=== block 1 ===
===== config.mk =====
export PLATFORM = sky130hd
export DESIGN_NAME = int_sched_ctrl_flat
export DESIGN_NICKNAME = d
export VERILOG_FILES = /design/src/rtl/int_sched_ctrl_if.sv /design/src/rtl/int_sched_ctrl.sv /design/src/flat_wrapper.sv
export SDC_FILE = /design/constraint.sdc
export NUM_CORES = 1
export LEC_CHECK = 0
export CELL_PAD_IN_SITES_DETAIL_PLACEMENT = 0
export CELL_PAD_IN_SITES_GLOBAL_PLACEMENT = 1
export CORE_MARGIN = 10
export CORE_UTILIZATION = 27
export CTS_BUF_LIST = sky130_fd_sc_hd__clkbuf_4
export CTS_CLUSTER_DIAMETER = 60
export CTS_CLUSTER_SIZE = 8
export DETAILED_ROUTE_END_ITERATION = 8
export PLACE_DENSITY = 0.8
export SLEW_MARGIN = 20
export SYNTH_ARGS = -nofsm -noshare
export SYNTH_HDL_FRONTEND = slang
export SYNTH_SLANG_ARGS = --single-unit

===== constraint.sdc =====
create_clock -name clk -period 1.16 [get_ports clk]
set_clock_uncertainty 0.05 [all_clocks]
set_input_delay 0.232 -clock clk [delete_from_list [all_inputs] [get_ports clk]]
set_output_delay 0.232 -clock clk [all_outputs]
set_load 0.03 [all_outputs]

===== src/rtl/int_sched_ctrl_if.sv =====
// rtl/int_sched_ctrl_if.sv - signal bundle between the interrupt scheduler and CPU exception control
interface int_sched_ctrl_if;
  logic [5:0] HWInt;
  logic [5:0] IM;
  logic       IE;
  logic       ExlSet;
  logic       EretReq;
  logic       ClrPend;
  logic [2:0] ClrIdx;
  logic       IntReq;
  logic [2:0] IntCode;
  logic [5:0] Pending;
  logic       Exl;

  modport master (
    output HWInt, IM, IE, ExlSet, EretReq, ClrPend, ClrIdx,
    input  IntReq, IntCode, Pending, Exl
  );

  modport slave (
    input  HWInt, IM, IE, ExlSet, EretReq, ClrPend, ClrIdx,
    output IntReq, IntCode, Pending, Exl
  );
endinterface


===== src/rtl/int_sched_ctrl.sv =====
// rtl/int_sched_ctrl.sv - interrupt line latching, masking, priority pick and handler/lock-out tracking
module int_sched_ctrl #(
  parameter int         NUM_IRQ   = 6,
  parameter logic [5:0] EDGE_MASK = 6'b000000,
  parameter int         LOCKOUT   = 2
) (
  input logic             clk,
  input logic             reset,
  int_sched_ctrl_if.slave bus
);
  localparam int CW = (LOCKOUT > 2) ? $clog2(LOCKOUT) : 1;
  localparam logic [CW-1:0] CNT_LOAD = (LOCKOUT > 0) ? CW'(LOCKOUT - 1) : '0;

  typedef enum logic [1:0] {ST_RUN, ST_HANDLER, ST_DRAIN} state_t;

  state_t             state;
  logic [CW-1:0]      cnt;
  logic               exl;
  logic [NUM_IRQ-1:0] samp;
  logic [NUM_IRQ-1:0] samp_d;
  logic [NUM_IRQ-1:0] pend;
  logic [NUM_IRQ-1:0] pend_next;
  logic [NUM_IRQ-1:0] rise;
  logic [NUM_IRQ-1:0] clr_hit;
  logic [NUM_IRQ-1:0] eff;
  logic [2:0]         code;

  assign rise = samp & ~samp_d;
  assign eff  = pend & bus.IM;

  // Indices 6 and 7 never match a line, so out-of-range clears fall away naturally.
  always_comb begin
    clr_hit = '0;
    for (int i = 0; i < NUM_IRQ; i++) begin
      clr_hit[i] = bus.ClrPend && (bus.ClrIdx == 3'(i));
    end
  end

  // Sticky edge bits: a new rising edge overrides a clear in the same cycle.
  assign pend_next = (EDGE_MASK & ((pend & ~clr_hit) | rise)) | (~EDGE_MASK & samp);

  always_comb begin
    code = '0;
    for (int i = NUM_IRQ - 1; i >= 0; i--) begin
      if (eff[i]) code = 3'(i);
    end
  end

  always_ff @(posedge clk) begin
    if (reset) begin
      samp   <= '0;
      samp_d <= '0;
      pend   <= '0;
      state  <= ST_RUN;
      cnt    <= '0;
      exl    <= 1'b0;
    end else begin
      samp   <= bus.HWInt;
      samp_d <= samp;
      pend   <= pend_next;
      case (state)
        ST_RUN: begin
          if (bus.ExlSet) begin
            state <= ST_HANDLER;
            exl   <= 1'b1;
          end
        end
        ST_HANDLER: begin
          if (!bus.ExlSet && bus.EretReq) begin
            exl <= 1'b0;
            if (LOCKOUT == 0) begin
              state <= ST_RUN;
            end else begin
              state <= ST_DRAIN;
              cnt   <= CNT_LOAD;
            end
          end
        end
        ST_DRAIN: begin
          if (bus.ExlSet) begin
            state <= ST_HANDLER;
            exl   <= 1'b1;
            cnt   <= '0;
          end else if (cnt == '0) begin
            state <= ST_RUN;
          end else begin
            cnt <= cnt - 1'b1;
          end
        end
        default: begin
          state <= ST_RUN;
          exl   <= 1'b0;
        end
      endcase
    end
  end

  assign bus.IntReq  = bus.IE & (state == ST_RUN) & (|eff);
  assign bus.IntCode = code;
  assign bus.Pending = pend;
  assign bus.Exl     = exl;
endmodule


===== src/flat_wrapper.sv =====
// flat-port wrapper written by rule: the top's interface ports become plain ports
module int_sched_ctrl_flat 
#(
  parameter int         NUM_IRQ   = 6,
  parameter logic [5:0] EDGE_MASK = 6'b000000,
  parameter int         LOCKOUT   = 2
)
  (clk, reset, bus_HWInt, bus_IM, bus_IE, bus_ExlSet, bus_EretReq, bus_ClrPend, bus_ClrIdx, bus_IntReq, bus_IntCode, bus_Pending, bus_Exl);
  int_sched_ctrl_if bus_i ();
  input logic clk;
  input logic reset;
  input wire logic [$bits(bus_i.HWInt)-1:0] bus_HWInt;
  input wire logic [$bits(bus_i.IM)-1:0] bus_IM;
  input wire logic [$bits(bus_i.IE)-1:0] bus_IE;
  input wire logic [$bits(bus_i.ExlSet)-1:0] bus_ExlSet;
  input wire logic [$bits(bus_i.EretReq)-1:0] bus_EretReq;
  input wire logic [$bits(bus_i.ClrPend)-1:0] bus_ClrPend;
  input wire logic [$bits(bus_i.ClrIdx)-1:0] bus_ClrIdx;
  output wire logic [$bits(bus_i.IntReq)-1:0] bus_IntReq;
  output wire logic [$bits(bus_i.IntCode)-1:0] bus_IntCode;
  output wire logic [$bits(bus_i.Pending)-1:0] bus_Pending;
  output wire logic [$bits(bus_i.Exl)-1:0] bus_Exl;
  assign bus_i.HWInt = bus_HWInt;
  assign bus_i.IM = bus_IM;
  assign bus_i.IE = bus_IE;
  assign bus_i.ExlSet = bus_ExlSet;
  assign bus_i.EretReq = bus_EretReq;
  assign bus_i.ClrPend = bus_ClrPend;
  assign bus_i.ClrIdx = bus_ClrIdx;
  assign bus_IntReq = bus_i.IntReq;
  assign bus_IntCode = bus_i.IntCode;
  assign bus_Pending = bus_i.Pending;
  assign bus_Exl = bus_i.Exl;
  int_sched_ctrl #(.NUM_IRQ(NUM_IRQ), .EDGE_MASK(EDGE_MASK), .LOCKOUT(LOCKOUT)) u_core (.clk(clk), .reset(reset), .bus(bus_i));
endmodule

==> block_1/layers.png <==
(8 px per um)
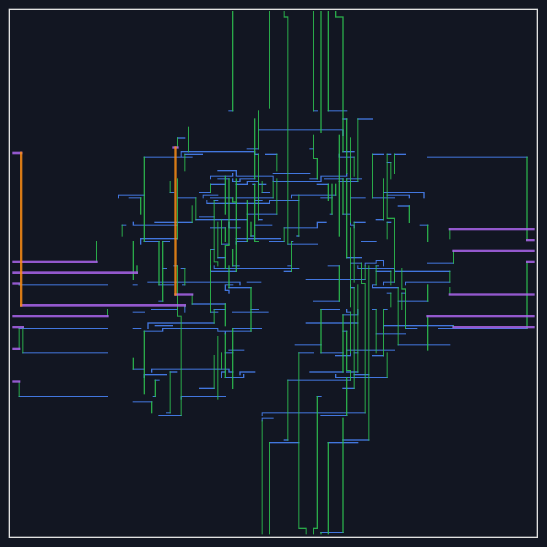
M1: shown in blue, wire length 569 um. M4: shown in orange, wire length 37.4 um. M3: shown in purple, wire length 120 um. M2: shown in green, wire length 758 um.
drt wl/cell: 11.07 um
Routed WL: 1484 um

==> Slide: Implementation Results <==
Synthesis and Place & Route Summary

Placed design
  – DP HPWL: 1234 um
  – Setup Slack @ Placement: -0.9212 ns

Cells and area
  – Multi-input gates: 40
  – Area delta synth->final: 93.38%
  – Seq/total area: 30.37%
  – Combinational share of cell area: 25.57%
  – Clkbuf count: 3

Floorplanning
  – Cell row count: 16
  – Die area: 0.004332 sq mm
  – Fp util: 28.60%

Global route
  – First-pass GRT wire length: 2456 um
  – Met1 Track Usage GR: 7.329%
  – Overflow after GRT: 0

Run
  – Maxcap violations: 0

Pwr
  – Combinational cell power: 0.248 mW
  – Sw power: 0.2743 mW
  – PD cells: 1015 mW/mm^2
  – Clk network pwr share: 25.0%

Min path
  – Cells on Worst Hold Path: 1

Worst setup path
  – Critical path depth in cells: 4
  – Worst R2R Setup Slack: 0.10 ns
  – FF-to-FF Start: u_core.state[0]

Outcome
  – Failing checks: negative setup slack
  – Outcome: complete, but fails checks

Timing
  – Final period utilization: 128.2%
  – Setup violators final: 5
  – Setup ws final: -0.3276 ns

Yosys
  – Yosys top cell by area: dfxtp_1
  – Yosys warning count: 0

Route
  – Met1 WL: 568 um
  – Drt first pass iters: 3
  – Wire length on met2: 758 um

CTS
  – CTS Buf Count: 3
  – Clock tree buffer depth: 2

=== block 2 ===
==> block_2/clock_nets.png <==
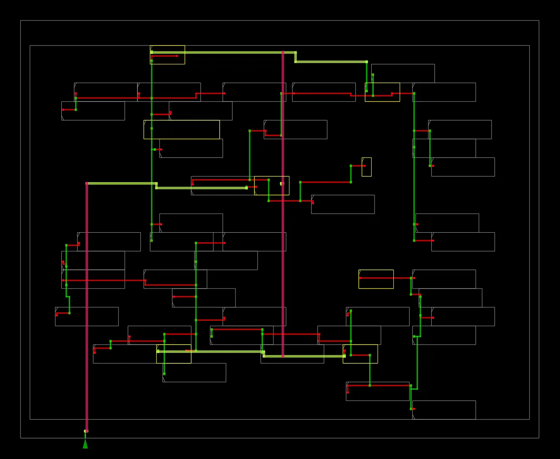
==> block_2/clock_wires.png <==
(4 px per um)
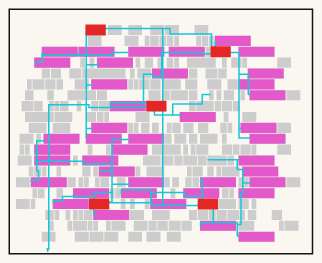
## config.mk

```make
export PLATFORM = sky130hd
export DESIGN_NAME = binary_to_rns_serial
export DESIGN_NICKNAME = d
export VERILOG_FILES = /design/src/rtl/binary_to_rns_serial.sv
export SDC_FILE = /design/constraint.sdc
export NUM_CORES = 1
export LEC_CHECK = 0
export ABC_CLOCK_PERIOD_IN_PS = 2700
export CORE_ASPECT_RATIO = 0.8
export CORE_UTILIZATION = 49
export CTS_BUF_LIST = sky130_fd_sc_hd__clkbuf_8 sky130_fd_sc_hd__clkbuf_16
export DETAILED_ROUTE_END_ITERATION = 8
export PLACE_DENSITY = 0.8
export SLEW_MARGIN = 20
export SYNTH_ARGS = -nofsm -noshare
export SYNTH_HDL_FRONTEND = slang
export SYNTH_SLANG_ARGS = --single-unit
```

## constraint.sdc

```tcl
create_clock -name clk -period 2.7 [get_ports clk]
set_input_delay 0.81 -clock clk [delete_from_list [all_inputs] [get_ports clk]]
set_output_delay 0.81 -clock clk [all_outputs]
set_load 0.01 [all_outputs]
```

## src/rtl/binary_to_rns_serial.sv

```systemverilog
// rtl/binary_to_rns_serial.sv - bit-serial binary to residue number system forward converter
//
// Reduces a BIN_W-bit binary operand modulo three MOD_W-bit moduli at once,
// MSB first, one operand bit per clock (Horner: w = (2*w + b) mod m).
//
// Ports:
//   clk                 rising-edge clock
//   reset               asynchronous, active-high reset
//   start               conversion request, only looked at while idle
//   binary              operand, captured on the accepting edge
//   moduli1..3          moduli, captured on the accepting edge
//   residue1..3         registered residues, held between conversions
//   busy                high while converting and during the done cycle
//   done                one-cycle pulse: residues and err newly valid
//   err                 registered with done: a captured modulus was zero

module binary_to_rns_serial #(
    parameter int BIN_W = 7,
    parameter int MOD_W = 3
) (
    input  logic             clk,
    input  logic             reset,
    input  logic             start,
    input  logic [BIN_W-1:0] binary,
    input  logic [MOD_W-1:0] moduli1,
    input  logic [MOD_W-1:0] moduli2,
    input  logic [MOD_W-1:0] moduli3,
    output logic [MOD_W-1:0] residue1,
    output logic [MOD_W-1:0] residue2,
    output logic [MOD_W-1:0] residue3,
    output logic             busy,
    output logic             done,
    output logic             err
);

    localparam int CNT_W = (BIN_W > 1) ? $clog2(BIN_W) : 1;

    localparam logic [1:0] S_IDLE = 2'd0;
    localparam logic [1:0] S_CONV = 2'd1;
    localparam logic [1:0] S_DONE = 2'd2;

    logic [1:0]       state_q, state_d;
    logic [BIN_W-1:0] shift_q, shift_d;
    logic [CNT_W-1:0] cnt_q, cnt_d;
    logic [MOD_W-1:0] m1_q, m1_d, m2_q, m2_d, m3_q, m3_d;
    logic [MOD_W-1:0] w1_q, w1_d, w2_q, w2_d, w3_q, w3_d;
    logic [MOD_W-1:0] r1_q, r1_d, r2_q, r2_d, r3_q, r3_d;
    logic             done_q, done_d;
    logic             err_q, err_d;

    logic [MOD_W-1:0] nw1, nw2, nw3;
    logic             any_zero;

    // One Horner step. Since w < m, t = 2w + b <= 2m - 1, so a single
    // conditional subtract keeps the remainder below m. With m == 0 the
    // value is meaningless; that channel is forced to zero at the end.
    function automatic logic [MOD_W-1:0] horner_step(
        input logic [MOD_W-1:0] w,
        input logic             b,
        input logic [MOD_W-1:0] m
    );
        logic [MOD_W:0] t;
        logic [MOD_W:0] diff;
        t    = {w, b};
        diff = t - {1'b0, m};
        if (t >= {1'b0, m}) begin
            horner_step = diff[MOD_W-1:0];
        end else begin
            horner_step = t[MOD_W-1:0];
        end
    endfunction

    assign nw1 = horner_step(w1_q, shift_q[BIN_W-1], m1_q);
    assign nw2 = horner_step(w2_q, shift_q[BIN_W-1], m2_q);
    assign nw3 = horner_step(w3_q, shift_q[BIN_W-1], m3_q);

    assign any_zero = (m1_q == '0) || (m2_q == '0) || (m3_q == '0);

    always_comb begin
        state_d = state_q;
        shift_d = shift_q;
        cnt_d   = cnt_q;
        m1_d    = m1_q;
        m2_d    = m2_q;
        m3_d    = m3_q;
        w1_d    = w1_q;
        w2_d    = w2_q;
        w3_d    = w3_q;
        r1_d    = r1_q;
        r2_d    = r2_q;
        r3_d    = r3_q;
        err_d   = err_q;
        done_d  = 1'b0;

        case (state_q)
            S_IDLE: begin
                if (start) begin
                    shift_d = binary;
                    m1_d    = moduli1;
                    m2_d    = moduli2;
                    m3_d    = moduli3;
                    w1_d    = '0;
                    w2_d    = '0;
                    w3_d    = '0;
                    cnt_d   = CNT_W'(BIN_W - 1);
                    state_d = S_CONV;
                end
            end
            S_CONV: begin
                w1_d    = nw1;
                w2_d    = nw2;
                w3_d    = nw3;
                shift_d = shift_q << 1;
                cnt_d   = cnt_q - CNT_W'(1);
                if (cnt_q == '0) begin
                    // Last bit: publish the final remainders directly.
                    r1_d    = (m1_q == '0) ? '0 : nw1;
                    r2_d    = (m2_q == '0) ? '0 : nw2;
                    r3_d    = (m3_q == '0) ? '0 : nw3;
                    err_d   = any_zero;
                    done_d  = 1'b1;
                    state_d = S_DONE;
                end
            end
            S_DONE: begin
                state_d = S_IDLE;
            end
            default: begin
                state_d = S_IDLE;
            end
        endcase
    end

    always_ff @(posedge clk or posedge reset) begin
        if (reset) begin
            state_q <= S_IDLE;
            shift_q <= '0;
            cnt_q   <= '0;
            m1_q    <= '0;
            m2_q    <= '0;
            m3_q    <= '0;
            w1_q    <= '0;
            w2_q    <= '0;
            w3_q    <= '0;
            r1_q    <= '0;
            r2_q    <= '0;
            r3_q    <= '0;
            done_q  <= 1'b0;
            err_q   <= 1'b0;
        end else begin
            state_q <= state_d;
            shift_q <= shift_d;
            cnt_q   <= cnt_d;
            m1_q    <= m1_d;
            m2_q    <= m2_d;
            m3_q    <= m3_d;
            w1_q    <= w1_d;
            w2_q    <= w2_d;
            w3_q    <= w3_d;
            r1_q    <= r1_d;
            r2_q    <= r2_d;
            r3_q    <= r3_d;
            done_q  <= done_d;
            err_q   <= err_d;
        end
    end

    assign residue1 = r1_q;
    assign residue2 = r2_q;
    assign residue3 = r3_q;
    assign busy     = (state_q != S_IDLE);
    assign done     = done_q;
    assign err      = err_q;

endmodule

```

==> Slide: Implementation Results <==
Synthesis and Place & Route Summary

Floorplanning
  – Core ar.: 0.003954 sq mm
  – Die area: 0.004584 sq mm

Pwr
  – Sw power: 1.465 mW

CTS
  – Post-CTS Hold Buffers: 0

Worst setup path
  – Critical path depth in cells: 2
  – Reg2Reg Depth: 6
  – CP startpoint kind: flip-flop

Cells and area
  – Multi-input gates: 148

Min path
  – Hold/Removal Path Class: flip-flop to flip-flop

Route
  – Routed WL: 4292 um

Timing
  – Setup repair after global routing missed its margin: false
  – Setup_tns: 0 ns
  – Final period utilization: 86.11%

Outcome
  – Outcome: complete, no violations

Placed design
  – Routability Congestion: 0.8731

Global route
  – Met1 Track Usage GR: 32.11%

Run
  – Tool warnings: 30
## Picture notes: block_2/clock_nets.png
# clock sinks: 41
skew final: 0.01209 ns
CTS Buf Count: 5
clkbuf count: 6
flop count: 41

## Picture notes: block_2/clock_wires.png
flip-flops: shown in magenta, count 41. clock-net drivers: shown in red, count 5. clock wires: shown in cyan, length 519 um.
There are 6 routed clock nets. Position of the flops: widely spread.
Clk. pwr: 0.511 mW
clk latency late pin: 0.30 ns
Clk network pwr share: 14.7%



==> screenshots <==
Supply network.
shot_01.png
(4 px per um) Pins as bars on the die edge.
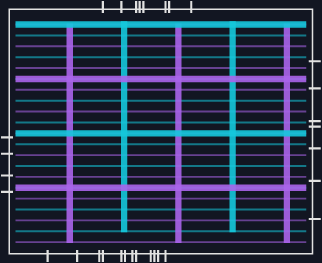
shot_02.png
(6 px per um) Pins as bars on the die edge.
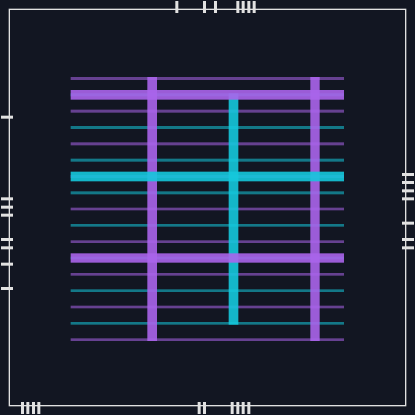
| picture | from |
|---|---|
| shot_02.png | block 1 |
| shot_01.png | block 2 |

Key to shot_02.png:
VSS: shown in purple. VDD: shown in cyan.
17 met1 rails follow the rows. 32 signal pins sit on the boundary. 3 straps on met5. The core has 16 rows.

Power and IR drop assume default switching activity.
